# dii_worm_arbiter_flat

==> dii_worm_arbiter_flat/flops_by_reg.png <==
Scale bar: 20 microns. Other sequential cells in the stronger gray, the rest of the logic in the fainter gray.
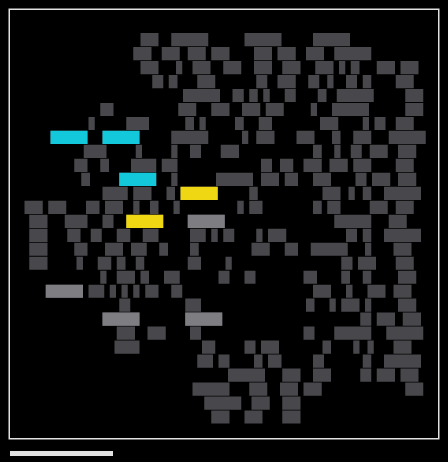
==> dii_worm_arbiter_flat/cell_density.png <==
The die is cut into 8 by 8 equal tiles; black is low, pale yellow is high, 0 to 100% covered.
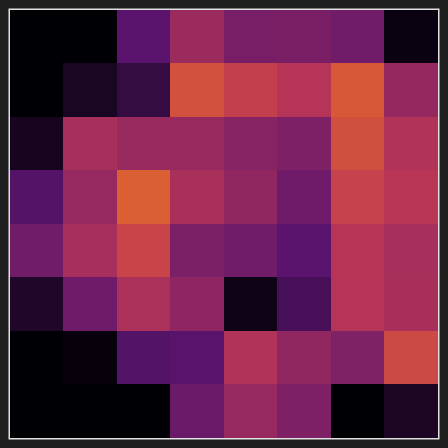
[src/rtl/dii_worm_arbiter_if.sv]
// DII flit bundle: N input ports, one arbitrated output link, grant and orphan status.
// The master modport drives flits in and takes the output; the slave is the arbiter.
interface dii_worm_arbiter_if #(
  parameter int N  = 3,
  parameter int DW = 16
);
  logic [N*DW-1:0] in_data;
  logic [N-1:0]    in_first;
  logic [N-1:0]    in_last;
  logic [N-1:0]    in_valid;
  logic [N-1:0]    in_ready;
  logic [DW-1:0]   out_data;
  logic            out_first;
  logic            out_last;
  logic            out_valid;
  logic            out_ready;
  logic [N-1:0]    grant;
  logic            err_orphan;

  modport master (
    output in_data, in_first, in_last, in_valid, out_ready,
    input  in_ready, out_data, out_first, out_last, out_valid, grant, err_orphan
  );

  modport slave (
    input  in_data, in_first, in_last, in_valid, out_ready,
    output in_ready, out_data, out_first, out_last, out_valid, grant, err_orphan
  );
endinterface

[src/rtl/dii_worm_arbiter.sv]
// Worm-level arbiter: ring port 0 has priority, bounded by RING_MAX consecutive worms
// while locals wait; local ports are served round-robin; a granted worm holds the link.
module dii_worm_arbiter #(
  parameter int N        = 3,
  parameter int DW       = 16,
  parameter int RING_MAX = 4
) (
  input logic               clk,
  input logic               rst,
  dii_worm_arbiter_if.slave bus
);
  localparam int PW = $clog2(N);
  localparam int SW = $clog2(RING_MAX + 1);

  typedef enum logic {IDLE, LOCKED} state_e;

  state_e        state_q, state_d;
  logic [PW-1:0] owner_q, owner_d;
  logic [PW-1:0] rr_q, rr_d;
  logic [SW-1:0] streak_q, streak_d;
  logic          err_q, err_d;

  logic [N-1:0]  cand;
  logic [N-1:0]  orphan;
  logic          local_any;
  logic          ring_win;
  logic          local_found;
  logic [PW-1:0] local_pick;
  logic [DW-1:0] in_flit [N];

  function automatic logic [SW-1:0] sat_inc(input logic [SW-1:0] s);
    if (s >= SW'(RING_MAX)) return SW'(RING_MAX);
    return s + SW'(1);
  endfunction

  for (genvar g = 0; g < N; g++) begin : g_unpack
    assign in_flit[g] = bus.in_data[g*DW +: DW];
  end

  // Arbitration: ring priority with starvation bound, then round-robin over 1..N-1.
  always_comb begin : p_pick
    int idx;
    idx         = 0;
    cand        = bus.in_valid & bus.in_first;
    orphan      = bus.in_valid & ~bus.in_first;
    local_any   = |cand[N-1:1];
    ring_win    = cand[0] && ((streak_q < SW'(RING_MAX)) || !local_any);
    local_found = 1'b0;
    local_pick  = '0;
    for (int off = 0; off < N-1; off++) begin
      idx = int'(rr_q) + off;
      if (idx > N-1) idx = idx - (N-1);
      if (!local_found && cand[idx[PW-1:0]]) begin
        local_found = 1'b1;
        local_pick  = idx[PW-1:0];
      end
    end
  end

  always_comb begin
    state_d       = state_q;
    owner_d       = owner_q;
    rr_d          = rr_q;
    streak_d      = streak_q;
    err_d         = 1'b0;
    bus.out_data  = '0;
    bus.out_first = 1'b0;
    bus.out_last  = 1'b0;
    bus.out_valid = 1'b0;
    bus.in_ready  = '0;
    bus.grant     = '0;
    case (state_q)
      IDLE: begin
        // Non-first flits seen while idle are consumed and discarded.
        bus.in_ready = orphan;
        err_d        = |orphan;
        if (ring_win) begin
          state_d  = LOCKED;
          owner_d  = '0;
          streak_d = sat_inc(streak_q);
        end else if (local_found) begin
          state_d  = LOCKED;
          owner_d  = local_pick;
          streak_d = '0;
          rr_d     = (local_pick == PW'(N-1)) ? PW'(1) : local_pick + PW'(1);
        end
      end
      LOCKED: begin
        bus.out_data           = in_flit[owner_q];
        bus.out_first          = bus.in_first[owner_q];
        bus.out_last           = bus.in_last[owner_q];
        bus.out_valid          = bus.in_valid[owner_q];
        bus.in_ready[owner_q]  = bus.out_ready;
        bus.grant[owner_q]     = 1'b1;
        if (bus.in_valid[owner_q] && bus.out_ready && bus.in_last[owner_q]) state_d = IDLE;
      end
      default: state_d = IDLE;
    endcase
  end

  always_ff @(posedge clk) begin
    if (rst) begin
      state_q  <= IDLE;
      owner_q  <= '0;
      rr_q     <= PW'(1);
      streak_q <= '0;
      err_q    <= 1'b0;
    end else begin
      state_q  <= state_d;
      owner_q  <= owner_d;
      rr_q     <= rr_d;
      streak_q <= streak_d;
      err_q    <= err_d;
    end
  end

  assign bus.err_orphan = err_q;
endmodule

[src/flat_wrapper.sv]
// flat-port wrapper written by rule: the top's interface ports become plain ports
module dii_worm_arbiter_flat 
#(
  parameter int N        = 3,
  parameter int DW       = 16,
  parameter int RING_MAX = 4
)
  (clk, rst, bus_in_data, bus_in_first, bus_in_last, bus_in_valid, bus_out_ready, bus_in_ready, bus_out_data, bus_out_first, bus_out_last, bus_out_valid, bus_grant, bus_err_orphan);
  dii_worm_arbiter_if #(.N(N), .DW(DW)) bus_i ();
  input logic clk;
  input logic rst;
  input wire logic [$bits(bus_i.in_data)-1:0] bus_in_data;
  input wire logic [$bits(bus_i.in_first)-1:0] bus_in_first;
  input wire logic [$bits(bus_i.in_last)-1:0] bus_in_last;
  input wire logic [$bits(bus_i.in_valid)-1:0] bus_in_valid;
  input wire logic [$bits(bus_i.out_ready)-1:0] bus_out_ready;
  output wire logic [$bits(bus_i.in_ready)-1:0] bus_in_ready;
  output wire logic [$bits(bus_i.out_data)-1:0] bus_out_data;
  output wire logic [$bits(bus_i.out_first)-1:0] bus_out_first;
  output wire logic [$bits(bus_i.out_last)-1:0] bus_out_last;
  output wire logic [$bits(bus_i.out_valid)-1:0] bus_out_valid;
  output wire logic [$bits(bus_i.grant)-1:0] bus_grant;
  output wire logic [$bits(bus_i.err_orphan)-1:0] bus_err_orphan;
  assign bus_i.in_data = bus_in_data;
  assign bus_i.in_first = bus_in_first;
  assign bus_i.in_last = bus_in_last;
  assign bus_i.in_valid = bus_in_valid;
  assign bus_i.out_ready = bus_out_ready;
  assign bus_in_ready = bus_i.in_ready;
  assign bus_out_data = bus_i.out_data;
  assign bus_out_first = bus_i.out_first;
  assign bus_out_last = bus_i.out_last;
  assign bus_out_valid = bus_i.out_valid;
  assign bus_grant = bus_i.grant;
  assign bus_err_orphan = bus_i.err_orphan;
  dii_worm_arbiter #(.N(N), .DW(DW), .RING_MAX(RING_MAX)) u_core (.clk(clk), .rst(rst), .bus(bus_i));
endmodule
[config.mk]
export PLATFORM = sky130hd
export DESIGN_NAME = dii_worm_arbiter_flat
export DESIGN_NICKNAME = d
export VERILOG_FILES = /design/src/rtl/dii_worm_arbiter_if.sv /design/src/rtl/dii_worm_arbiter.sv /design/src/flat_wrapper.sv
export SDC_FILE = /design/constraint.sdc
export NUM_CORES = 1
export LEC_CHECK = 0
export CAP_MARGIN = 20
export CELL_PAD_IN_SITES_DETAIL_PLACEMENT = 1
export CELL_PAD_IN_SITES_GLOBAL_PLACEMENT = 2
export CORE_MARGIN = 2
export CORE_UTILIZATION = 17
export DETAILED_ROUTE_END_ITERATION = 6
export PLACE_DENSITY = 0.89
export SLEW_MARGIN = 15
export SYNTH_ARGS = -nofsm -noshare
export SYNTH_HDL_FRONTEND = slang
export SYNTH_SLANG_ARGS = --single-unit
[constraint.sdc]
create_clock -name clk -period 3.1 [get_ports clk]
set_clock_uncertainty 0.1 [all_clocks]
set_input_delay 0.31 -clock clk [delete_from_list [all_inputs] [get_ports clk]]
set_output_delay 0.31 -clock clk [all_outputs]
set_load 0.05 [all_outputs]
==> results_slide.txt <==
Implementation Results

Finish
  • Area grow syn2layout: 109%
  • Most numerous logic cell after layout: clkdlybuf4s50_1

Status
  • Outcome: finished clean

Route
  • M1 WL: 2.09 mm
  • # DRC: 0
  • Drt pass-1 iters: 4
  • Detailed-route via count: 1,432

Critical path
  • Critical path arrival: 2180 ps
  • Register-to-Register Path Depth: 4
  • Most used cell, CP: clkdlybuf4s50_1

Pwr
  • Clock group power: 143 uW
  • Max power group: combinational cells
  • Comb pwr share: 0.590

Clocking
  • Postcts setup bufs: 0
  • Post-cts hold buffer count: 0

Timing
  • Worst slew pin tran: 685 ps

Yosys
  • Syn Area/Cell: 7.17 sq um
  • Post-synth EDFFs: 0
  • Cell taking the most area after synthesis: mux2i_1

Placement
  • Detailed placement HPWL: 3.79 mm
  • I/O Buffers: 85
Notes on dii_worm_arbiter_flat/flops_by_reg.png above:
- cyan: u_core.streak_q (sequential cells 3)
- yellow: u_core.owner_q (sequential cells 2)
sequential power: 138 uW
Final Util: 0.373
register cell area after layout: 180 sq um
sequential share of cell area: 0.0806

Notes on dii_worm_arbiter_flat/cell_density.png above:
- nearly empty tiles: 14%
- mean over tiles: 31%
- emptiest ninth of the die: lower left
- fullest tile: 62%
Core ar.: 5990 sq um
Initial Utilization: 0.178

[per-stage QoR]
| step | hold WS, ps | utilization | instances | power (mW) |
|---|---|---|---|---|
| floorplan | 329 | - | 149 | 0.331 |
| global placement | 392 | 0.365 | 303 | 0.542 |
| detailed placement | 413 | 0.365 | 303 | 0.547 |
| CTS | 420 | 0.373 | 307 | 0.692 |
| global route | 451 | 0.373 | 307 | 0.720 |
| finish | 415 | 0.373 | 307 | 0.684 |
[worst max-delay path by stage]
stage	to	from	depth (start not counted)	slack (ps)
global route	bus_out_data[3]	u_core.owner_q[0]$_SDFFE_PP0P_	5	340
floorplan	bus_grant[0]	u_core.state_q$_SDFF_PP0_	4	920
global placement	bus_in_ready[1]	bus_in_valid[1]	4	540
detailed placement	bus_in_ready[1]	bus_in_valid[1]	4	510
finish	bus_in_ready[1]	bus_in_valid[1]	4	510
CTS	bus_out_data[3]	u_core.owner_q[0]$_SDFFE_PP0P_	5	460
[layout make-up]
cell class	count	area share
Timing Repair Buffer	91	0.488
Tap cell	75	0.0420
Sequential cell	9	0.0806
Clock buffer	4	0.0202
Inverter	6	0.0101
Multi-Input combinational cell	122	0.359

# mult_accum_seq

==> mult_accum_seq/flops_by_reg.png <==
Scale bar: 20 microns. Other sequential cells in the stronger gray, the rest of the logic in the fainter gray.
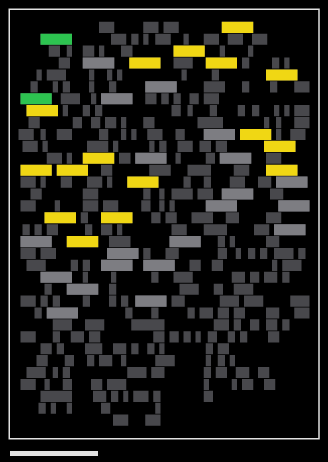
==> mult_accum_seq/cell_density.png <==
The die is cut into 7 by 10 equal tiles; black is low, pale yellow is high, 0 to 100% covered.
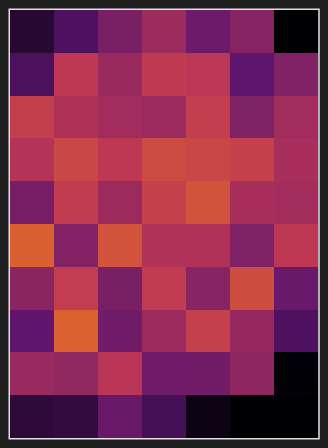
$ cat config.mk
export PLATFORM = sky130hd
export DESIGN_NAME = mult_accum_seq
export DESIGN_NICKNAME = d
export VERILOG_FILES = /design/src/rtl/mult_accum_seq.sv
export SDC_FILE = /design/constraint.sdc
export NUM_CORES = 1
export LEC_CHECK = 0
export CAP_MARGIN = 20
export CELL_PAD_IN_SITES_DETAIL_PLACEMENT = 1
export CELL_PAD_IN_SITES_GLOBAL_PLACEMENT = 2
export CORE_ASPECT_RATIO = 1.4
export CORE_UTILIZATION = 35
export CTS_CLUSTER_DIAMETER = 50
export DETAILED_ROUTE_END_ITERATION = 10
export PLACE_DENSITY_LB_ADDON = 0.15
export SYNTH_ARGS = -nofsm -noshare
export SYNTH_HDL_FRONTEND = slang
export SYNTH_SLANG_ARGS = --single-unit
$ cat constraint.sdc
create_clock -name clk -period 3.9 [get_ports clk]
set_input_delay 0.78 -clock clk [delete_from_list [all_inputs] [get_ports clk]]
set_output_delay 0.78 -clock clk [all_outputs]
set_load 0.02 [all_outputs]
$ cat src/rtl/mult_accum_seq.sv
// Group accumulator for signed multiplier products.
// Sums LEN products per group and hands the total out on a valid/ready port.
module mult_accum_seq #(
    parameter int PROD_W = 8,
    parameter int ACC_W  = 16,
    parameter int LEN    = 4
) (
    input  logic              clk,
    input  logic              rst,
    input  logic              in_valid,
    output logic              in_ready,
    input  logic [PROD_W-1:0] in_product,
    output logic              out_valid,
    input  logic              out_ready,
    output logic [ACC_W-1:0]  out_sum,
    output logic              out_overflow
);

    localparam int CNT_W = (LEN > 1) ? $clog2(LEN) : 1;
    localparam logic [CNT_W-1:0] LAST = CNT_W'(LEN - 1);

    typedef enum logic {
        ACCUM,
        HOLD
    } state_t;

    state_t           state;
    logic [CNT_W-1:0] cnt;
    logic [ACC_W-1:0] acc;
    logic             ovf;

    logic             acc_in;
    logic             acc_out;
    logic [ACC_W-1:0] operand;
    logic [ACC_W-1:0] sum;
    logic             add_ovf;
    logic             first;
    logic [ACC_W-1:0] acc_nxt;
    logic             ovf_nxt;

    assign in_ready = !rst && ((state == ACCUM) || out_ready);
    assign acc_in   = in_valid & in_ready;
    assign acc_out  = out_valid & out_ready;

    assign operand = ACC_W'($signed(in_product));
    assign sum     = acc + operand;
    assign add_ovf = (acc[ACC_W-1] == operand[ACC_W-1])
                  && (sum[ACC_W-1] != acc[ACC_W-1]);

    // cnt is zero in HOLD, so a product taken there always opens a group
    assign first   = (cnt == '0);
    assign acc_nxt = first ? operand : sum;
    assign ovf_nxt = first ? 1'b0 : (ovf | add_ovf);

    always_ff @(posedge clk) begin
        if (rst) begin
            state        <= ACCUM;
            cnt          <= '0;
            acc          <= '0;
            ovf          <= 1'b0;
            out_valid    <= 1'b0;
            out_sum      <= '0;
            out_overflow <= 1'b0;
        end else begin
            if (acc_in) begin
                acc <= acc_nxt;
                ovf <= ovf_nxt;
            end
            unique case (state)
                ACCUM: begin
                    if (acc_in) begin
                        if (cnt == LAST) begin
                            state        <= HOLD;
                            cnt          <= '0;
                            out_valid    <= 1'b1;
                            out_sum      <= acc_nxt;
                            out_overflow <= ovf_nxt;
                        end else begin
                            cnt <= cnt + CNT_W'(1);
                        end
                    end
                end
                HOLD: begin
                    if (acc_out) begin
                        if (acc_in && (LEN == 1)) begin
                            out_sum      <= acc_nxt;
                            out_overflow <= ovf_nxt;
                        end else if (acc_in) begin
                            state     <= ACCUM;
                            cnt       <= CNT_W'(1);
                            out_valid <= 1'b0;
                        end else begin
                            state     <= ACCUM;
                            out_valid <= 1'b0;
                        end
                    end
                end
                default: ;
            endcase
        end
    end

endmodule

==> results_slide.txt <==
Implementation Results

Status
  • Outcome: finished clean

Clocking
  • Post-CTS sizing: 0
  • H-tree levels: 2
  • Postcts setup bufs: 0
  • Root Buffer: clkbuf_8

Yosys
  • Syn Inst Count: 272
  • Syn Area/Cell: 8.44 sq um
  • Synth top cells by count: dfxtp_1 (38), nor2_1 (32), a21oi_1 (20), ha_1 (17), o21ai_0 (17)
  • Register share after synthesis: 0.332
  • Syn. warnings: 0

Critical path
  • Crit path capture: acc[14]$_SDFFE_PP0P_
  • Max stage delay on crit path: 480 ps
  • Crit path DRT: 4080 ps
  • Critical path arrival: 3260 ps

Finish
  • Area grow syn2layout: 17.7%
  • Most numerous logic cell after layout: dfxtp_1
  • Layout cell share with drive strength beyond 1: 0.0644

Placement
  • Pre-CTS setup slack: 520 ps
  • Detailed placement HPWL: 4.56 mm

Hold path
  • Hold Crit Start: acc[7]$_SDFFE_PP0P_
  • Hold Path Class: reg2reg

Global route
  • First-pass GRT wire length: 9.84 mm
  • Pin count of the biggest net entering global routing: 18

Timing
  • Final Worst Setup Slack: 818 ps
  • Final Critical Period: 3080 ps
  • Unrepaired setup endpoints after global routing: false

Route
  • Routed length per instance: 15.9 microns

Pwr
  • VDD IR max: 186 uV
## Picture notes: mult_accum_seq/flops_by_reg.png
- yellow: out_sum (sequential cells 16)
- green: cnt (sequential cells 2)
Final Util: 0.432
sequential power: 426 uW
sequential share of cell area: 0.282
register cell area after layout: 761 sq um

## Picture notes: mult_accum_seq/cell_density.png
- mean over tiles: 38%
- fullest tile: 62%
- nearly empty tiles: 5.7%
Core ar.: 6250 sq um
Initial Utilization: 0.367

registers in the layout (all words and copies together), names as in the netlist:
signal,cells
cnt,2
out_sum,16
ovf,1
out_overflow,1
state,1
out_valid,1
acc,16
cell families (layout without fill, tap and decap cells):
| group | after synthesis | count (layout) | share of synthesized area |
|---|---|---|---|
| xor gates and xnor gates | 13 | 13 | 0.0529 |
| muxes | 4 | 4 | 0.0196 |
| and+or+nand+nor | 87 | 87 | 0.174 |
| adders and majority gates | 18 | 18 | 0.101 |
| AOI/OAI and AO/OA | 86 | 86 | 0.261 |
| DFF | 38 | 38 | 0.332 |
| buffers and inverters | 26 | 49 | 0.0589 |
routing by layer:
layer  share of wire  GRT usage
met5               0          0
met4           0.010     0.0554
met3           0.031     0.0330
met2            0.53      0.327
met1            0.43      0.207
report_power, final:
part | total (mW) | internal (mW) | switching [mW]
combinational | 0.281 | 0.119 | 0.162
clock | 0.266 | 0.136 | 0.130
sequential | 0.426 | 0.409 | 0.0165
area by class of cell:
type | instances | area, sq um
multi-input combinational | 208 | 1400
timing repair buffer | 35 | 338
fill | 763 | 3550
tap | 72 | 90.1
clock buffer | 6 | 82.6
inverter | 8 | 30.0
sequential | 38 | 761

# reg_mem_cmd_bridge

==> reg_mem_cmd_bridge/cell_density.png <==
The die is cut into 8 by 8 equal tiles; black is low, pale yellow is high, 0 to 100% covered.
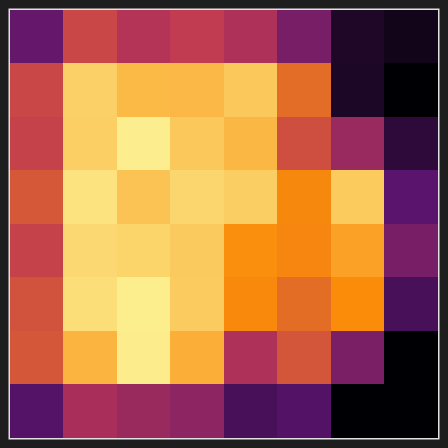
==> reg_mem_cmd_bridge/wires.png <==
Scale bar: 20 microns. Two of the layers only.
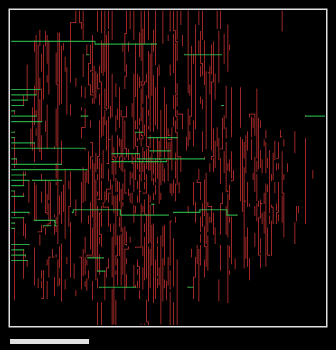
File: src/rtl/reg_mem_cmd_pkg.sv
// reg_mem_cmd_pkg: shared opcodes, FSM state encoding and sizing helper for the command bridge
package reg_mem_cmd_pkg;
    localparam logic [7:0] OPC_WRITE = 8'h57;
    localparam logic [7:0] OPC_READ  = 8'h52;
    localparam logic [7:0] RSP_ACK   = 8'h41;
    typedef enum logic [2:0] {IDLE, ADDR, WDATA, WRITE, ACK, RCAP, TX} state_t;
    function automatic int cnt_width(input int n);
        return (n < 2) ? 1 : $clog2(n);
    endfunction
endpackage

File: src/rtl/reg_mem_cmd_timer.sv
// reg_mem_cmd_timer: inter-byte idle counter that pulses expire on the TIMEOUT_CYCLES-th idle cycle
module reg_mem_cmd_timer #(
    parameter int TIMEOUT_CYCLES = 100000
) (
    input  logic clk,
    input  logic rst,
    input  logic i_clear,
    input  logic i_en,
    output logic o_expire
);
    localparam int CW = (TIMEOUT_CYCLES < 2) ? 1 : $clog2(TIMEOUT_CYCLES);
    localparam logic [CW-1:0] LAST = CW'((TIMEOUT_CYCLES < 1) ? 0 : TIMEOUT_CYCLES - 1);
    logic [CW-1:0] r_cnt;
    assign o_expire = (TIMEOUT_CYCLES != 0) & i_en & (r_cnt == LAST);
    // count idle cycles; restart on clear or after firing
    always_ff @(posedge clk or posedge rst) begin
        if (rst)
            r_cnt <= '0;
        else
            r_cnt <= (i_clear | o_expire) ? '0 : i_en ? r_cnt + 1'b1 : r_cnt;
    end
endmodule

File: src/rtl/reg_mem_cmd_bridge.sv
// reg_mem_cmd_bridge: parses W/R byte commands from the UART side and drives the register memory
module reg_mem_cmd_bridge
    import reg_mem_cmd_pkg::*;
#(
    parameter int DATA_WIDTH     = 16,
    parameter int ADDR_WIDTH     = 8,
    parameter int TIMEOUT_CYCLES = 100000
) (
    input  logic                  clk,
    input  logic                  rst,
    input  logic [7:0]            rx_data,
    input  logic                  rx_valid,
    output logic                  rx_ready,
    output logic [7:0]            tx_data,
    output logic                  tx_valid,
    input  logic                  tx_ready,
    output logic [ADDR_WIDTH-1:0] mem_addr,
    output logic [DATA_WIDTH-1:0] mem_wdata,
    output logic                  mem_we,
    input  logic [DATA_WIDTH-1:0] mem_rdata,
    output logic                  busy,
    output logic                  err
);
    localparam int ABYTES = (ADDR_WIDTH + 7) / 8;
    localparam int DBYTES = DATA_WIDTH / 8;
    localparam int CW = cnt_width((ABYTES > DBYTES) ? ABYTES : DBYTES);
    localparam logic [CW-1:0] A_LAST = CW'(ABYTES - 1);
    localparam logic [CW-1:0] D_LAST = CW'(DBYTES - 1);
    state_t                r_state, w_next;
    logic [CW-1:0]         r_cnt;
    logic                  r_is_read, r_err;
    logic [ADDR_WIDTH-1:0] r_addr;
    logic [DATA_WIDTH-1:0] r_wdata, r_shift;
    logic                  w_rx, w_tx, w_rx_phase, w_opc_ok, w_expire;
    assign w_rx       = rx_valid & rx_ready;
    assign w_tx       = tx_valid & tx_ready;
    assign w_rx_phase = (r_state == ADDR) | (r_state == WDATA);
    assign w_opc_ok   = (rx_data == OPC_WRITE) | (rx_data == OPC_READ);
    assign mem_addr   = r_addr;
    assign mem_wdata  = r_wdata;
    assign err        = r_err;
    reg_mem_cmd_timer #(.TIMEOUT_CYCLES(TIMEOUT_CYCLES)) u_timer (
        .clk      (clk),
        .rst      (rst),
        .i_clear  (!w_rx_phase | w_rx),
        .i_en     (w_rx_phase & !w_rx),
        .o_expire (w_expire)
    );
    // state register
    always_ff @(posedge clk or posedge rst) begin
        if (rst)
            r_state <= IDLE;
        else
            r_state <= w_next;
    end
    // next-state decode; a timeout abandons the partial command
    always_comb begin
        w_next = r_state;
        case (r_state)
            IDLE:    w_next = (w_rx & w_opc_ok) ? ADDR : IDLE;
            ADDR:    w_next = w_expire ? IDLE : (w_rx & (r_cnt == A_LAST)) ? (r_is_read ? RCAP : WDATA) : ADDR;
            WDATA:   w_next = w_expire ? IDLE : (w_rx & (r_cnt == D_LAST)) ? WRITE : WDATA;
            WRITE:   w_next = ACK;
            ACK:     w_next = tx_ready ? IDLE : ACK;
            RCAP:    w_next = TX;
            TX:      w_next = (w_tx & (r_cnt == D_LAST)) ? IDLE : TX;
            default: w_next = IDLE;
        endcase
    end
    // handshake and strobe outputs decoded from state; tx side holds until accepted
    always_comb begin
        rx_ready = (r_state == IDLE) | w_rx_phase;
        tx_valid = (r_state == ACK) | (r_state == TX);
        tx_data  = (r_state == ACK) ? RSP_ACK : (r_state == TX) ? r_shift[DATA_WIDTH-1 -: 8] : 8'h00;
        mem_we   = r_state == WRITE;
        busy     = r_state != IDLE;
    end
    // byte counter, address/data/response shift registers and error pulse
    always_ff @(posedge clk or posedge rst) begin
        if (rst) begin
            r_cnt     <= '0;
            r_is_read <= 1'b0;
            r_err     <= 1'b0;
            r_addr    <= '0;
            r_wdata   <= '0;
            r_shift   <= '0;
        end else begin
            r_err <= ((r_state == IDLE) & w_rx & !w_opc_ok) | w_expire;
            r_cnt <= (w_next != r_state) ? '0 :
                     ((w_rx & w_rx_phase) | (w_tx & (r_state == TX))) ? r_cnt + 1'b1 : r_cnt;
            if ((r_state == IDLE) && w_rx)
                r_is_read <= rx_data == OPC_READ;
            if ((r_state == ADDR) && w_rx)
                r_addr <= ADDR_WIDTH'({r_addr, rx_data});
            if ((r_state == WDATA) && w_rx)
                r_wdata <= DATA_WIDTH'({r_wdata, rx_data});
            if (r_state == RCAP)
                r_shift <= mem_rdata;
            else if ((r_state == TX) && w_tx)
                r_shift <= r_shift << 8;
        end
    end
endmodule
File: config.mk
export PLATFORM = sky130hd
export DESIGN_NAME = reg_mem_cmd_bridge
export DESIGN_NICKNAME = d
export VERILOG_FILES = /design/src/rtl/reg_mem_cmd_pkg.sv /design/src/rtl/reg_mem_cmd_timer.sv /design/src/rtl/reg_mem_cmd_bridge.sv
export SDC_FILE = /design/constraint.sdc
export NUM_CORES = 1
export LEC_CHECK = 0
export CAP_MARGIN = 5
export CORE_MARGIN = 3
export CORE_UTILIZATION = 54
export CTS_CLUSTER_DIAMETER = 60
export CTS_CLUSTER_SIZE = 20
export DETAILED_ROUTE_END_ITERATION = 10
export GPL_TIMING_DRIVEN = 1
export PLACE_DENSITY = 0.95
export SYNTH_ARGS = -nofsm -noshare
export SYNTH_HDL_FRONTEND = slang
export SYNTH_SLANG_ARGS = --single-unit
export TNS_END_PERCENT = 20
File: constraint.sdc
create_clock -name clk -period 3.9 [get_ports clk]
set_input_delay 0.975 -clock clk [delete_from_list [all_inputs] [get_ports clk]]
set_output_delay 0.975 -clock clk [all_outputs]
set_load 0.05 [all_outputs]
==> results_slide.txt <==
Implementation Results

Critical path
  • Register-to-Register Path Depth: 3
  • Worst setup SP type: register
  • Crit-path max FO: 15
  • Crit path DRT: 2920 ps

Yosys
  • Syn Inst Count: 281
  • Syn. warnings: 0
  • Cell taking the most area after synthesis: dfrtp_1

Die
  • Initial Utilization: 0.571

Global route
  • Initial antenna violation count: 0
  • First-pass GRT wire length: 11.2 mm

Timing
  • Highest Clock Rate: 298 MHz
  • Fin. Hold Viols: 0

Clocking
  • Postcts setup bufs: 0

Finish
  • Most numerous logic cell after layout: clkdlybuf4s50_1
  • Comb. cell area: 1310 sq um
  • Top Layout Cells: clkdlybuf4s50_1 (64), dfrtp_1 (63), nand2_1 (33)
  • Layout cell share with drive strength beyond 1: 0.138

Status
  • Outcome: finished clean

Route
  • Detailed-route via count: 2,357
Notes on reg_mem_cmd_bridge/cell_density.png above:
- emptiest ninth of the die: upper right
- tiles over 75% full: 39%
- mean over tiles: 57%
- fullest tile: 96%
- nearly empty tiles: 6.2%
Final Util: 0.727
Core ar.: 5240 sq um

Notes on reg_mem_cmd_bridge/wires.png above:
- green: metal 3 (wire length 314 microns)
- red: metal 2 (wire length 3,470 microns)
drt total wl: 6.71 mm
All-Layer GR Usage: 0.230

[metrics by stage]
stage	cells	hold slack [ps]	setup WS [ps]	utilization	area, sq um
2_1_floorplan	281	450	1360	-	2990
3_3_place_gp	404	474	1030	0.698	3650
3_5_place_dp	404	474	928	0.698	3650
4_1_cts	417	506	581	0.727	3810
5_1_grt	417	527	490	0.727	3810
6_report	417	500	550	0.727	3810
[power by group]
group	total (mW)	leakage (nW)	switching [mW]	internal [mW]
clock	0.462	0.0809	0.227	0.235
combinational	1.19	0.750	0.745	0.441
sequential	0.960	0.828	0.134	0.826
[final cells by class]
type / instances / share of cell area
clock buffers: 11 / 0.0371
clock inverters: 2 / 0.00263
inverters: 8 / 0.00789
multi-input cells: 198 / 0.345
flip-flops and latches: 63 / 0.414
well taps: 70 / 0.0230
repair buffers: 65 / 0.170
[state kept, by name, summed over array words and instances (netlist names)]
signal and flops:
mem_addr 8, r_shift 16, r_state 3, err 1, mem_wdata 16, u_timer.r_cnt 17
r_cnt 1, r_is_read 1

# stack_control_unit

`src/rtl/stack_cpu_pkg.sv`:
```
// Shared definitions for the stack-machine control unit: state encodings,
// ALU function codes, opcodes and the per-state strobe bundle.
package stack_cpu_pkg;

  localparam int         STATE_W   = 5;
  localparam int         FN_W      = 3;
  localparam logic [3:0] STACK_TAG = 4'hF;

  typedef enum logic [STATE_W-1:0] {
    S_IDLE = 5'd0,
    S_F0   = 5'd1,
    S_F1   = 5'd2,
    S_DEC  = 5'd3,
    S_PU0  = 5'd4,
    S_PU1  = 5'd5,
    S_PU2  = 5'd6,
    S_PO0  = 5'd7,
    S_PO1  = 5'd8,
    S_PO2  = 5'd9,
    S_B0   = 5'd10,
    S_B1   = 5'd11,
    S_B2   = 5'd12,
    S_B3   = 5'd13,
    S_U0   = 5'd14,
    S_HALT = 5'd15
  } state_e;

  typedef enum logic [FN_W-1:0] {
    FN_DEF   = 3'd0,
    FN_TRANS = 3'd1,
    FN_INC   = 3'd2,
    FN_DEC   = 3'd3,
    FN_ADD   = 3'd4,
    FN_NOT   = 3'd5,
    FN_NEG   = 3'd6,
    FN_OR    = 3'd7
  } fn_e;

  localparam logic [3:0] OP_PUSH = 4'h0;
  localparam logic [3:0] OP_INC  = 4'h1;
  localparam logic [3:0] OP_POP  = 4'h2;
  localparam logic [3:0] OP_ADD  = 4'h3;
  localparam logic [3:0] OP_DEC  = 4'h4;
  localparam logic [3:0] OP_NOT  = 4'h5;
  localparam logic [3:0] OP_OR   = 4'h6;
  localparam logic [3:0] OP_NEG  = 4'hB;
  localparam logic [3:0] OP_HALT = 4'hF;

  typedef struct packed {
    logic ld_mar;
    logic ld_ir;
    logic ld_pc;
    logic ld_sp;
    logic ld_mdr;
    logic ld_reg;
    logic ld_reg_bank;
    logic t_reg;
    logic t_reg_bank;
    logic t_sp;
    logic t_mar;
    logic t_pc;
    logic t_mdr;
    logic t_label;
    logic mem_read;
    logic mem_write;
    logic ir_write;
    logic halted;
    fn_e  fn_sel;
  } ctrl_t;

  // First execute state for an opcode; HALT covers both the HALT opcode and
  // every unassigned opcode.
  function automatic state_e dispatch_target(input logic [3:0] op);
    state_e tgt;
    case (op)
      OP_PUSH:                        tgt = S_PU0;
      OP_POP:                         tgt = S_PO0;
      OP_ADD, OP_OR:                  tgt = S_B0;
      OP_INC, OP_DEC, OP_NOT, OP_NEG: tgt = S_U0;
      default:                        tgt = S_HALT;
    endcase
    return tgt;
  endfunction

  function automatic logic op_is_legal(input logic [3:0] op);
    return (dispatch_target(op) != S_HALT) || (op == OP_HALT);
  endfunction

endpackage

```
`src/rtl/stack_ctrl_decode.sv`:
```
// Moore output decoder: maps the current state (and opcode, for the ALU
// function in the execute states) to the full strobe bundle.
module stack_ctrl_decode
  import stack_cpu_pkg::*;
(
  input  state_e     state_i,
  input  logic [3:0] op_i,
  output ctrl_t      ctrl_o
);

  always_comb begin
    ctrl_o        = '0;
    ctrl_o.fn_sel = FN_DEF;
    case (state_i)
      S_F0: begin
        ctrl_o.t_pc   = 1'b1;
        ctrl_o.fn_sel = FN_TRANS;
        ctrl_o.ld_mar = 1'b1;
      end
      S_F1: begin
        ctrl_o.mem_read = 1'b1;
        ctrl_o.ir_write = 1'b1;
        ctrl_o.t_pc     = 1'b1;
        ctrl_o.fn_sel   = FN_INC;
        ctrl_o.ld_pc    = 1'b1;
      end
      S_PU0: begin
        ctrl_o.t_sp   = 1'b1;
        ctrl_o.fn_sel = FN_DEC;
        ctrl_o.ld_sp  = 1'b1;
        ctrl_o.ld_mar = 1'b1;
      end
      S_PU1: begin
        ctrl_o.t_reg_bank = 1'b1;
        ctrl_o.ld_mdr     = 1'b1;
      end
      S_PU2: ctrl_o.mem_write = 1'b1;
      S_PO0, S_B0: begin
        ctrl_o.t_sp   = 1'b1;
        ctrl_o.fn_sel = FN_TRANS;
        ctrl_o.ld_mar = 1'b1;
      end
      S_PO1: begin
        ctrl_o.mem_read = 1'b1;
        ctrl_o.t_sp     = 1'b1;
        ctrl_o.fn_sel   = FN_INC;
        ctrl_o.ld_sp    = 1'b1;
      end
      S_PO2: begin
        ctrl_o.t_mdr       = 1'b1;
        ctrl_o.fn_sel      = FN_TRANS;
        ctrl_o.ld_reg_bank = 1'b1;
      end
      S_B1: ctrl_o.mem_read = 1'b1;
      S_B2: begin
        ctrl_o.t_mdr  = 1'b1;
        ctrl_o.ld_reg = 1'b1;
      end
      S_B3: begin
        ctrl_o.t_reg_bank  = 1'b1;
        ctrl_o.t_reg       = 1'b1;
        ctrl_o.ld_reg_bank = 1'b1;
        if (op_i == OP_ADD)     ctrl_o.fn_sel = FN_ADD;
        else if (op_i == OP_OR) ctrl_o.fn_sel = FN_OR;
      end
      S_U0: begin
        ctrl_o.t_reg_bank  = 1'b1;
        ctrl_o.ld_reg_bank = 1'b1;
        case (op_i)
          OP_INC:  ctrl_o.fn_sel = FN_INC;
          OP_DEC:  ctrl_o.fn_sel = FN_DEC;
          OP_NOT:  ctrl_o.fn_sel = FN_NOT;
          OP_NEG:  ctrl_o.fn_sel = FN_NEG;
          default: ctrl_o.fn_sel = FN_DEF;
        endcase
      end
      S_HALT:  ctrl_o.halted = 1'b1;
      default: ;
    endcase
  end

endmodule

```
`src/rtl/stack_control_unit.sv`:
```
// Microsequencer for the multicycle stack-machine datapath: owns the state
// register, computes the next state and drives all strobes from the state.
module stack_control_unit
  import stack_cpu_pkg::*;
(
  input  logic               Clk,
  input  logic               Reset,
  input  logic               Run,
  input  logic [15:0]        IR,
  input  logic               flag,
  output logic [FN_W-1:0]    fnSel,
  output logic [STATE_W-1:0] state,
  output logic [STATE_W-1:0] nextstate,
  output logic               ldMAR,
  output logic               ldIR,
  output logic               ldPC,
  output logic               ldSP,
  output logic               ldMDR,
  output logic               ldReg,
  output logic               ldRegBank,
  output logic               TReg,
  output logic               TRegBank,
  output logic               TSP,
  output logic               TMAR,
  output logic               TPC,
  output logic               TMDR,
  output logic               TLabel,
  output logic               MemRead,
  output logic               MemWrite,
  output logic               IRWrite,
  output logic               halted,
  output logic               illegal
);

  state_e     state_q, state_d;
  logic       illegal_q, illegal_d;
  logic [3:0] op;
  logic       bad_encoding;
  ctrl_t      ctrl;

  // flag is reserved for branches; IR[15:8] belongs to the register bank.
  logic unused_bits;
  assign unused_bits = ^{flag, IR[15:8]};

  assign op           = IR[7:4];
  assign bad_encoding = (IR[3:0] != STACK_TAG) || !op_is_legal(op);

  always_ff @(posedge Clk) begin
    if (Reset) begin
      state_q   <= S_IDLE;
      illegal_q <= 1'b0;
    end else begin
      state_q   <= state_d;
      illegal_q <= illegal_d;
    end
  end

  always_comb begin
    state_d   = state_q;
    illegal_d = illegal_q;
    case (state_q)
      S_IDLE: state_d = Run ? S_F0 : S_IDLE;
      S_F0:   state_d = S_F1;
      S_F1:   state_d = S_DEC;
      S_DEC: begin
        if (bad_encoding) begin
          state_d   = S_HALT;
          illegal_d = 1'b1;
        end else begin
          state_d = dispatch_target(op);
        end
      end
      S_PU0:  state_d = S_PU1;
      S_PU1:  state_d = S_PU2;
      S_PO0:  state_d = S_PO1;
      S_PO1:  state_d = S_PO2;
      S_B0:   state_d = S_B1;
      S_B1:   state_d = S_B2;
      S_B2:   state_d = S_B3;
      // Run is only looked at once the instruction has fully retired.
      S_PU2, S_PO2, S_B3, S_U0: state_d = Run ? S_F0 : S_IDLE;
      S_HALT: state_d = S_HALT;
      default: state_d = S_IDLE;
    endcase
  end

  stack_ctrl_decode u_decode (
    .state_i (state_q),
    .op_i    (op),
    .ctrl_o  (ctrl)
  );

  always_comb begin
    fnSel     = ctrl.fn_sel;
    ldMAR     = ctrl.ld_mar;
    ldIR      = ctrl.ld_ir;
    ldPC      = ctrl.ld_pc;
    ldSP      = ctrl.ld_sp;
    ldMDR     = ctrl.ld_mdr;
    ldReg     = ctrl.ld_reg;
    ldRegBank = ctrl.ld_reg_bank;
    TReg      = ctrl.t_reg;
    TRegBank  = ctrl.t_reg_bank;
    TSP       = ctrl.t_sp;
    TMAR      = ctrl.t_mar;
    TPC       = ctrl.t_pc;
    TMDR      = ctrl.t_mdr;
    TLabel    = ctrl.t_label;
    MemRead   = ctrl.mem_read;
    MemWrite  = ctrl.mem_write;
    IRWrite   = ctrl.ir_write;
    halted    = ctrl.halted;
  end

  assign state     = state_q;
  assign nextstate = state_d;
  assign illegal   = illegal_q;

endmodule
```
`config.mk`:
```
export PLATFORM = sky130hd
export DESIGN_NAME = stack_control_unit
export DESIGN_NICKNAME = d
export VERILOG_FILES = /design/src/rtl/stack_cpu_pkg.sv /design/src/rtl/stack_ctrl_decode.sv /design/src/rtl/stack_control_unit.sv
export SDC_FILE = /design/constraint.sdc
export NUM_CORES = 1
export LEC_CHECK = 0
export ABC_AREA = 1
export CAP_MARGIN = 20
export CELL_PAD_IN_SITES_DETAIL_PLACEMENT = 0
export CELL_PAD_IN_SITES_GLOBAL_PLACEMENT = 1
export CORE_MARGIN = 2
export CORE_UTILIZATION = 22
export DETAILED_ROUTE_END_ITERATION = 8
export GPL_ROUTABILITY_DRIVEN = 0
export GPL_TIMING_DRIVEN = 1
export PLACE_DENSITY_LB_ADDON = 0.1
export SETUP_SLACK_MARGIN = 0.4
export SLEW_MARGIN = 20
export SYNTH_ARGS = -nofsm -noshare
export SYNTH_HDL_FRONTEND = slang
export SYNTH_HIERARCHICAL = 1
export SYNTH_SLANG_ARGS = --single-unit
```
`constraint.sdc`:
```
create_clock -name Clk -period 1.7 [get_ports Clk]
set_clock_uncertainty 0.15 [all_clocks]
set_input_delay 0.425 -clock Clk [delete_from_list [all_inputs] [get_ports Clk]]
set_output_delay 0.425 -clock Clk [all_outputs]
set_load 0.02 [all_outputs]
```
==> stack_control_unit/cell_density.png <==
The die is cut into 7 by 7 equal tiles; black is low, pale yellow is high, 0 to 100% covered.
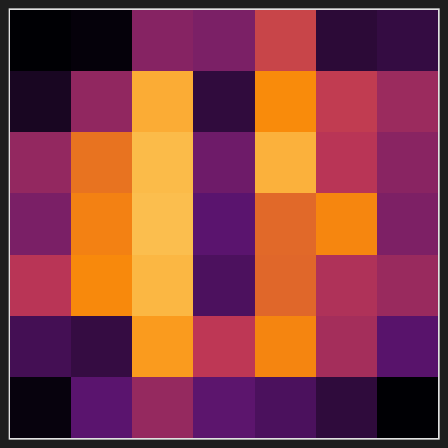
- mean over tiles: 42%
- nearly empty tiles: 6.1%
- densest ninth of the die: middle left
Core ar.: 3690 sq um
Final Util: 0.514

==> power by group <==
group / leakage [nW] / switching, mW / internal [mW]
clock network: 0.0228 / 0.0574 / 0.161
logic: 0.885 / 1.08 / 0.994
registers: 0.0437 / 0.0984 / 0.180
total: 0.951 / 1.23 / 1.33
==> worst max-delay path by stage <==
| stage | end | slack [ps] | cells after the start |
|---|---|---|---|
| 6_report | ldMAR | -250 | 6 |
| 4_1_cts | nextstate[2] | -260 | 8 |
| 3_3_place_gp | fnSel[0] | -1000 | 8 |
| 5_1_grt | nextstate[2] | -320 | 8 |
| 2_1_floorplan | ldMAR | 140 | 4 |
| 3_5_place_dp | fnSel[0] | -1020 | 8 |
==> cell usage in the layout (no fill, tap or decap), types with 2 or more instances in the layout <==
cell type	n
buf_6	27
inv_4	3
dlygate4sd2_1	4
inv_2	17
o21ai_0	2
nand3_2	8
a21oi_2	3
nand2_4	2
conb_1	7
inv_1	10
clkdlybuf4s15_2	2
nor2_4	15
nand4_1	4
clkdlybuf4s50_1	2
nand2_2	21
nand2_1	28
nand3_1	10
o21ai_2	5
nor3_2	2
clkbuf_8	3
nor2_2	6
buf_4	35
dfxtp_4	4
buf_2	4
nand3_4	2
nor2_1	15
==> results_slide.txt <==
Implementation Results

Timing
  • Final Critical Period: 1950 ps
  • Final setup violation count: 22
  • Fin crit share: 1.15
  • Final Worst Setup Slack: -254 ps

Yosys
  • Synth logic family: simple AND/OR/NAND/NOR gates
  • Syn Area/Cell: 5.06 sq um

Critical path
  • Crit path DRT: 1120 ps
  • Reg-to-Reg End: state[1]$_SDFF_PP0_
  • Worst setup SP type: register

Route
  • Initial drt markers: 42
  • Drt total wl: 3.17 mm
  • Top sig layer: met4

Status
  • Failing checks: negative setup slack
  • Outcome: complete, but fails checks

Hold path
  • Hold path cells: 2
  • Hold Path Class: reg2reg

Clocking
  • Root Buffer: clkbuf_8

Die
  • Initial Utilization: 0.232
  • Std cell rows: 22

# dac_pair_sequencer_flat

==> dac_pair_sequencer_flat/wires.png <==
Scale bar: 20 microns. Two of the layers only.
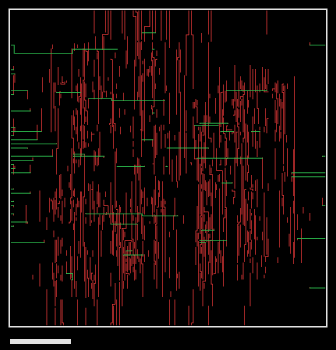
==> dac_pair_sequencer_flat/congestion.png <==
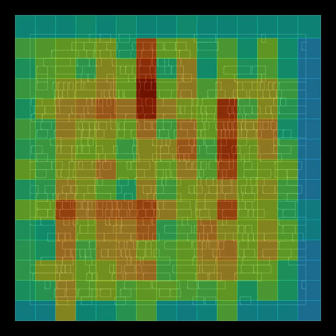
$ cat config.mk
export PLATFORM = sky130hd
export DESIGN_NAME = dac_pair_sequencer_flat
export DESIGN_NICKNAME = d
export VERILOG_FILES = /design/src/rtl/dac_pair_sequencer_if.sv /design/src/rtl/dac_pair_sequencer.sv /design/src/flat_wrapper.sv
export SDC_FILE = /design/constraint.sdc
export NUM_CORES = 1
export LEC_CHECK = 0
export CAP_MARGIN = 40
export CORE_MARGIN = 5
export CORE_UTILIZATION = 40
export CTS_CLUSTER_SIZE = 12
export DETAILED_ROUTE_END_ITERATION = 12
export SLEW_MARGIN = 20
export SYNTH_ARGS = -nofsm -noshare
export SYNTH_HDL_FRONTEND = slang
export SYNTH_SLANG_ARGS = --single-unit
$ cat constraint.sdc
create_clock -name clk -period 2.5 [get_ports clk]
set_clock_uncertainty 0.05 [all_clocks]
set_input_delay 0.75 -clock clk [delete_from_list [all_inputs] [get_ports clk]]
set_output_delay 0.75 -clock clk [all_outputs]
set_load 0.05 [all_outputs]
$ cat src/rtl/dac_pair_sequencer_if.sv
// I/Q sample-pair stream feeding the DAC pair sequencer.
// The master presents a pair with s_valid; the sequencer raises s_ready on the cycle it accepts it.
interface dac_pair_sequencer_if;
    logic [9:0] s_i;
    logic [9:0] s_q;
    logic       s_valid;
    logic       s_ready;

    modport master (output s_i, output s_q, output s_valid, input s_ready);
    modport slave  (input s_i, input s_q, input s_valid, output s_ready);
endinterface

$ cat src/rtl/dac_pair_sequencer.sv
// Power sequencing and I/Q interleaving for one dual-channel 10-bit DAC port.
// state | meaning: OFF powered down | WAKE power-up wait | RUN streaming pairs | STOP flush one idle pair
module dac_pair_sequencer #(
    parameter int PWRUP_CYCLES = 100,
    parameter bit TWOS_IN      = 1'b1,
    parameter bit PINMD_VAL    = 1'b1,
    parameter bit CLKMD_VAL    = 1'b0
) (
    input  logic                        clk,
    input  logic                        rst,
    input  logic                        en,
    input  logic [7:0]                  rate_div,
    dac_pair_sequencer_if.slave         s,
    output logic [9:0]                  dac_data,
    output logic                        dac_dclkio,
    output logic                        dac_pwrdn,
    output logic                        dac_open_i,
    output logic                        dac_open_q,
    output logic                        dac_pinmd,
    output logic                        dac_clkmd,
    output logic                        dac_format,
    output logic                        underflow,
    output logic [15:0]                 uf_count,
    input  logic                        uf_clr,
    output logic [1:0]                  state_o
);

    localparam logic [9:0] MID = 10'h200;
    localparam int WW = (PWRUP_CYCLES > 1) ? $clog2(PWRUP_CYCLES) : 1;
    localparam logic [WW-1:0] WAKE_LOAD = WW'(PWRUP_CYCLES - 1);

    typedef enum logic [1:0] {
        ST_OFF  = 2'd0,
        ST_WAKE = 2'd1,
        ST_RUN  = 2'd2,
        ST_STOP = 2'd3
    } state_t;

    state_t        state;
    logic [WW-1:0] wake_cnt;
    logic [7:0]    cnt;
    logic [7:0]    rate_q;
    logic          ph;
    logic [9:0]    q_hold;
    logic          slot_end;
    logic          fetch;

    function automatic logic [9:0] conv(input logic [9:0] x);
        conv = TWOS_IN ? {~x[9], x[8:0]} : x;
    endfunction

    assign slot_end  = (cnt == rate_q);
    assign fetch     = (state == ST_RUN) && slot_end && ph;
    assign s.s_ready = fetch && en;

    assign dac_pwrdn  = (state == ST_OFF);
    assign dac_open_i = (state == ST_RUN) || (state == ST_STOP);
    assign dac_open_q = (state == ST_RUN) || (state == ST_STOP);
    assign dac_pinmd  = PINMD_VAL;
    assign dac_clkmd  = CLKMD_VAL;
    assign dac_format = 1'b0;
    assign state_o    = state;

    always_ff @(posedge clk or negedge rst) begin
        if (!rst) begin
            state      <= ST_OFF;
            wake_cnt   <= '0;
            cnt        <= 8'd0;
            rate_q     <= 8'd0;
            ph         <= 1'b1;
            q_hold     <= MID;
            dac_data   <= MID;
            dac_dclkio <= 1'b0;
            underflow  <= 1'b0;
            uf_count   <= 16'd0;
        end else begin
            underflow <= 1'b0;
            // clear wins over a same-cycle underflow increment
            if (uf_clr)
                uf_count <= 16'd0;
            else if (fetch && en && !s.s_valid && (uf_count != 16'hFFFF))
                uf_count <= uf_count + 16'd1;

            unique case (state)
                ST_OFF: begin
                    dac_data   <= MID;
                    dac_dclkio <= 1'b0;
                    cnt        <= 8'd0;
                    ph         <= 1'b1;
                    if (en) begin
                        state    <= ST_WAKE;
                        wake_cnt <= WAKE_LOAD;
                    end
                end
                ST_WAKE: begin
                    if (!en) begin
                        state    <= ST_OFF;
                        wake_cnt <= '0;
                    end else if (wake_cnt == '0) begin
                        // enter RUN sitting on the last Q clock so the first cycle fetches
                        state  <= ST_RUN;
                        cnt    <= rate_div;
                        rate_q <= rate_div;
                        ph     <= 1'b1;
                    end else begin
                        wake_cnt <= wake_cnt - 1'b1;
                    end
                end
                ST_RUN: begin
                    if (slot_end) begin
                        cnt <= 8'd0;
                        if (ph) begin
                            ph         <= 1'b0;
                            dac_dclkio <= 1'b1;
                            dac_data   <= MID;
                            if (en) begin
                                rate_q <= rate_div;
                                if (s.s_valid) begin
                                    dac_data <= conv(s.s_i);
                                    q_hold   <= conv(s.s_q);
                                end else begin
                                    q_hold    <= MID;
                                    underflow <= 1'b1;
                                end
                            end else begin
                                state <= ST_STOP;
                            end
                        end else begin
                            ph         <= 1'b1;
                            dac_dclkio <= 1'b0;
                            dac_data   <= q_hold;
                        end
                    end else begin
                        cnt <= cnt + 8'd1;
                    end
                end
                ST_STOP: begin
                    dac_data <= MID;
                    if (slot_end) begin
                        cnt        <= 8'd0;
                        ph         <= 1'b1;
                        dac_dclkio <= 1'b0;
                        if (ph)
                            state <= ST_OFF;
                    end else begin
                        cnt <= cnt + 8'd1;
                    end
                end
                default: state <= ST_OFF;
            endcase
        end
    end

endmodule

$ cat src/flat_wrapper.sv
// flat-port wrapper written by rule: the top's interface ports become plain ports
module dac_pair_sequencer_flat 
#(
    parameter int PWRUP_CYCLES = 100,
    parameter bit TWOS_IN      = 1'b1,
    parameter bit PINMD_VAL    = 1'b1,
    parameter bit CLKMD_VAL    = 1'b0
)
  (clk, rst, en, rate_div, dac_data, dac_dclkio, dac_pwrdn, dac_open_i, dac_open_q, dac_pinmd, dac_clkmd, dac_format, underflow, uf_count, uf_clr, state_o, s_s_i, s_s_q, s_s_valid, s_s_ready);
  dac_pair_sequencer_if s_i ();
  input  logic clk;
  input  logic rst;
  input  logic en;
  input  logic [7:0] rate_div;
  output logic [9:0] dac_data;
  output logic dac_dclkio;
  output logic dac_pwrdn;
  output logic dac_open_i;
  output logic dac_open_q;
  output logic dac_pinmd;
  output logic dac_clkmd;
  output logic dac_format;
  output logic underflow;
  output logic [15:0] uf_count;
  input  logic uf_clr;
  output logic [1:0] state_o;
  input wire logic [$bits(s_i.s_i)-1:0] s_s_i;
  input wire logic [$bits(s_i.s_q)-1:0] s_s_q;
  input wire logic [$bits(s_i.s_valid)-1:0] s_s_valid;
  output wire logic [$bits(s_i.s_ready)-1:0] s_s_ready;
  assign s_i.s_i = s_s_i;
  assign s_i.s_q = s_s_q;
  assign s_i.s_valid = s_s_valid;
  assign s_s_ready = s_i.s_ready;
  dac_pair_sequencer #(.PWRUP_CYCLES(PWRUP_CYCLES), .TWOS_IN(TWOS_IN), .PINMD_VAL(PINMD_VAL), .CLKMD_VAL(CLKMD_VAL)) u_core (.clk(clk), .rst(rst), .en(en), .rate_div(rate_div), .s(s_i), .dac_data(dac_data), .dac_dclkio(dac_dclkio), .dac_pwrdn(dac_pwrdn), .dac_open_i(dac_open_i), .dac_open_q(dac_open_q), .dac_pinmd(dac_pinmd), .dac_clkmd(dac_clkmd), .dac_format(dac_format), .underflow(underflow), .uf_count(uf_count), .uf_clr(uf_clr), .state_o(state_o));
endmodule
==> results_slide.txt <==
Implementation Results

Critical path
  • Critical Path End Type: primary output
  • Critical path type: reg2out
  • Kind of cell adding the most delay to the critical path: buffers and inverters
  • CP max-delay cell: clkdlybuf4s50_1

Yosys
  • Ys async rst share: 1.00
  • Area fraction in compound gates: 0.172
  • Register share after synthesis: 0.450
  • Syn Inst Count: 383
  • Post-synth EDFFs: 0
  • Yosys xor share: 0.0221
  • Simple-gate portion of the synthesized area: 0.206

Clocking
  • CTS max path bufs: 2

Flow run
  • Tool warnings: 30

Pwr
  • Combinational power: 2.09 mW
  • Sw power: 1.76 mW
  • Clock power frac: 0.182

Finish
  • Top Layout Cells: dfrtp_1 (57), clkdlybuf4s50_1 (55), nand2_1 (39)
  • Area grow syn2layout: 33.5%
  • Nets: 505
  • Fillcell total: 774

Die
  • Core ar.: 8720 sq um
  • IO Pins: 70

Timing
  • Slew Viols, Final: 0

Placement
  • GP Congestion: 0.778

Status
  • Outcome: finished clean
About dac_pair_sequencer_flat/wires.png:
- green: metal 3 (wire length 398 microns)
- red: metal 2 (wire length 4,290 microns)
drt total wl: 9.01 mm
detailed-route via count: 3,127
All-Layer GR Usage: 0.169
routed length per instance: 15.6 microns

About dac_pair_sequencer_flat/congestion.png:
met1 global-route usage: 0.225
most crowded layer after global routing: met2
Final Util: 0.546
met3 Use GR: 0.0428

-- per-layer routing --
| metal | global-route usage | share of wire |
|---|---|---|
| met1 | 0.225 | 0.46 |
| met2 | 0.269 | 0.48 |
| met3 | 0.0428 | 0.044 |
| met4 | 0.0500 | 0.015 |
| met5 | 0 | 0 |
-- final timing paths --
check | startpoint | endpoint | slack, ps | cells after the start
hold reg to reg | u_core.q_hold[0]$_DFFE_PN0P_ | u_core.q_hold[0]$_DFFE_PN0P_ | 430 | 2
setup reg to reg | u_core.state_o[0]$_DFFE_PN0P_ | u_core.uf_count[15]$_DFFE_PN0P_ | 190 | 7
setup / recovery | u_core.uf_count[13]$_DFFE_PN0P_ | uf_count[13] | 50 | 1
hold / removal | rst | u_core.uf_count[0]$_DFFE_PN0P_ | 360 | 2
min in group clk | u_core.q_hold[0]$_DFFE_PN0P_ | u_core.q_hold[0]$_DFFE_PN0P_ | 430 | 2
max in group asynchronous | rst | u_core.ph$_DFFE_PN1P_ | 1710 | 2
-- final cells by class --
class                      instances  area share
antenna                            1    0.000526
timing repair buffer              91       0.187
inverter                          14      0.0116
tap                              108      0.0284
multi-input combinational        284       0.397
sequential                        64       0.338
clock buffer                      12      0.0305
clock inverter                     4     0.00631


==> screenshots <==
Placement by cell class.
Scale bar: 20 microns. Fill, decap, tap and diode cells in gray.
shot_01.png
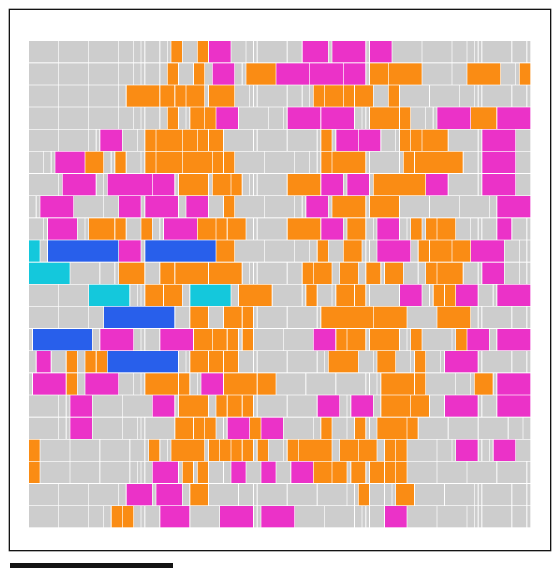
shot_02.png
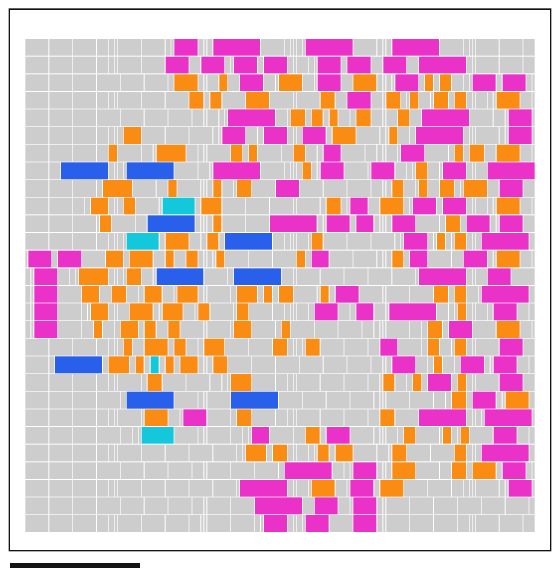
shot_03.png
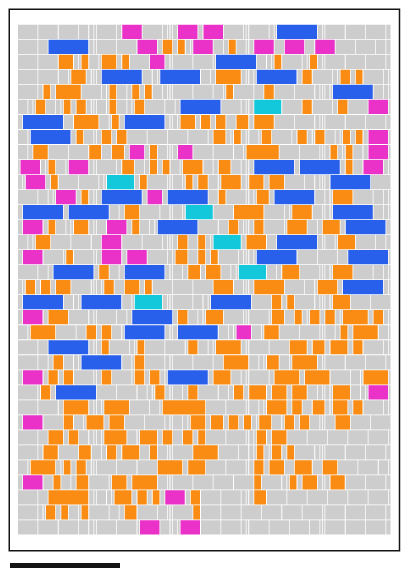
shot_04.png
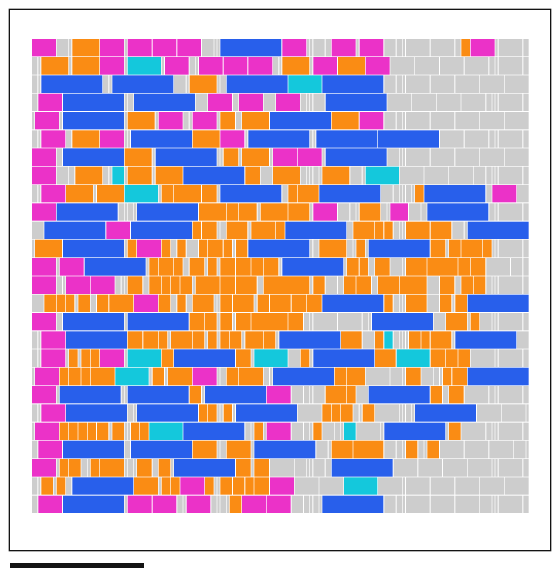
shot_05.png
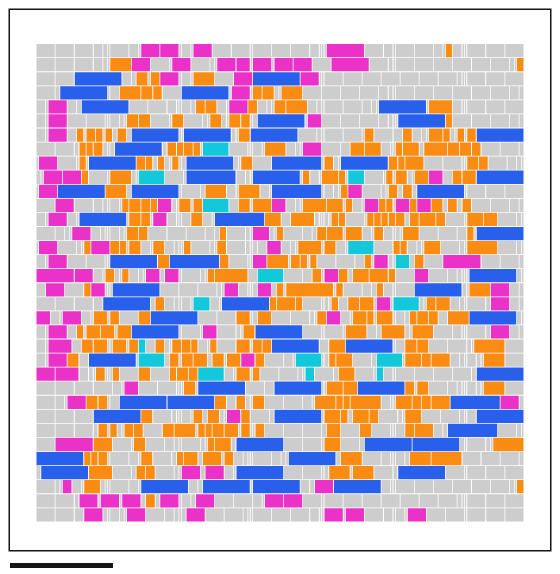
Of these, lowest utilization: shot_02.png
| picture | from |
|---|---|
| shot_01.png | stack_control_unit |
| shot_04.png | reg_mem_cmd_bridge |
| shot_05.png | dac_pair_sequencer_flat |
| shot_02.png | dii_worm_arbiter_flat |
| shot_03.png | mult_accum_seq |

Key to shot_05.png:
- cyan: clock drivers and dummy loads (cells 16; share of their area 3.8%)
- orange: combinational and other logic (cells 298; share of their area 42%)
- magenta: remaining buffers and delay cells (cells 91; share of their area 19%)
- blue: sequential cells (cells 64; share of their area 35%)

Power is estimated from default activity; no workload was simulated.
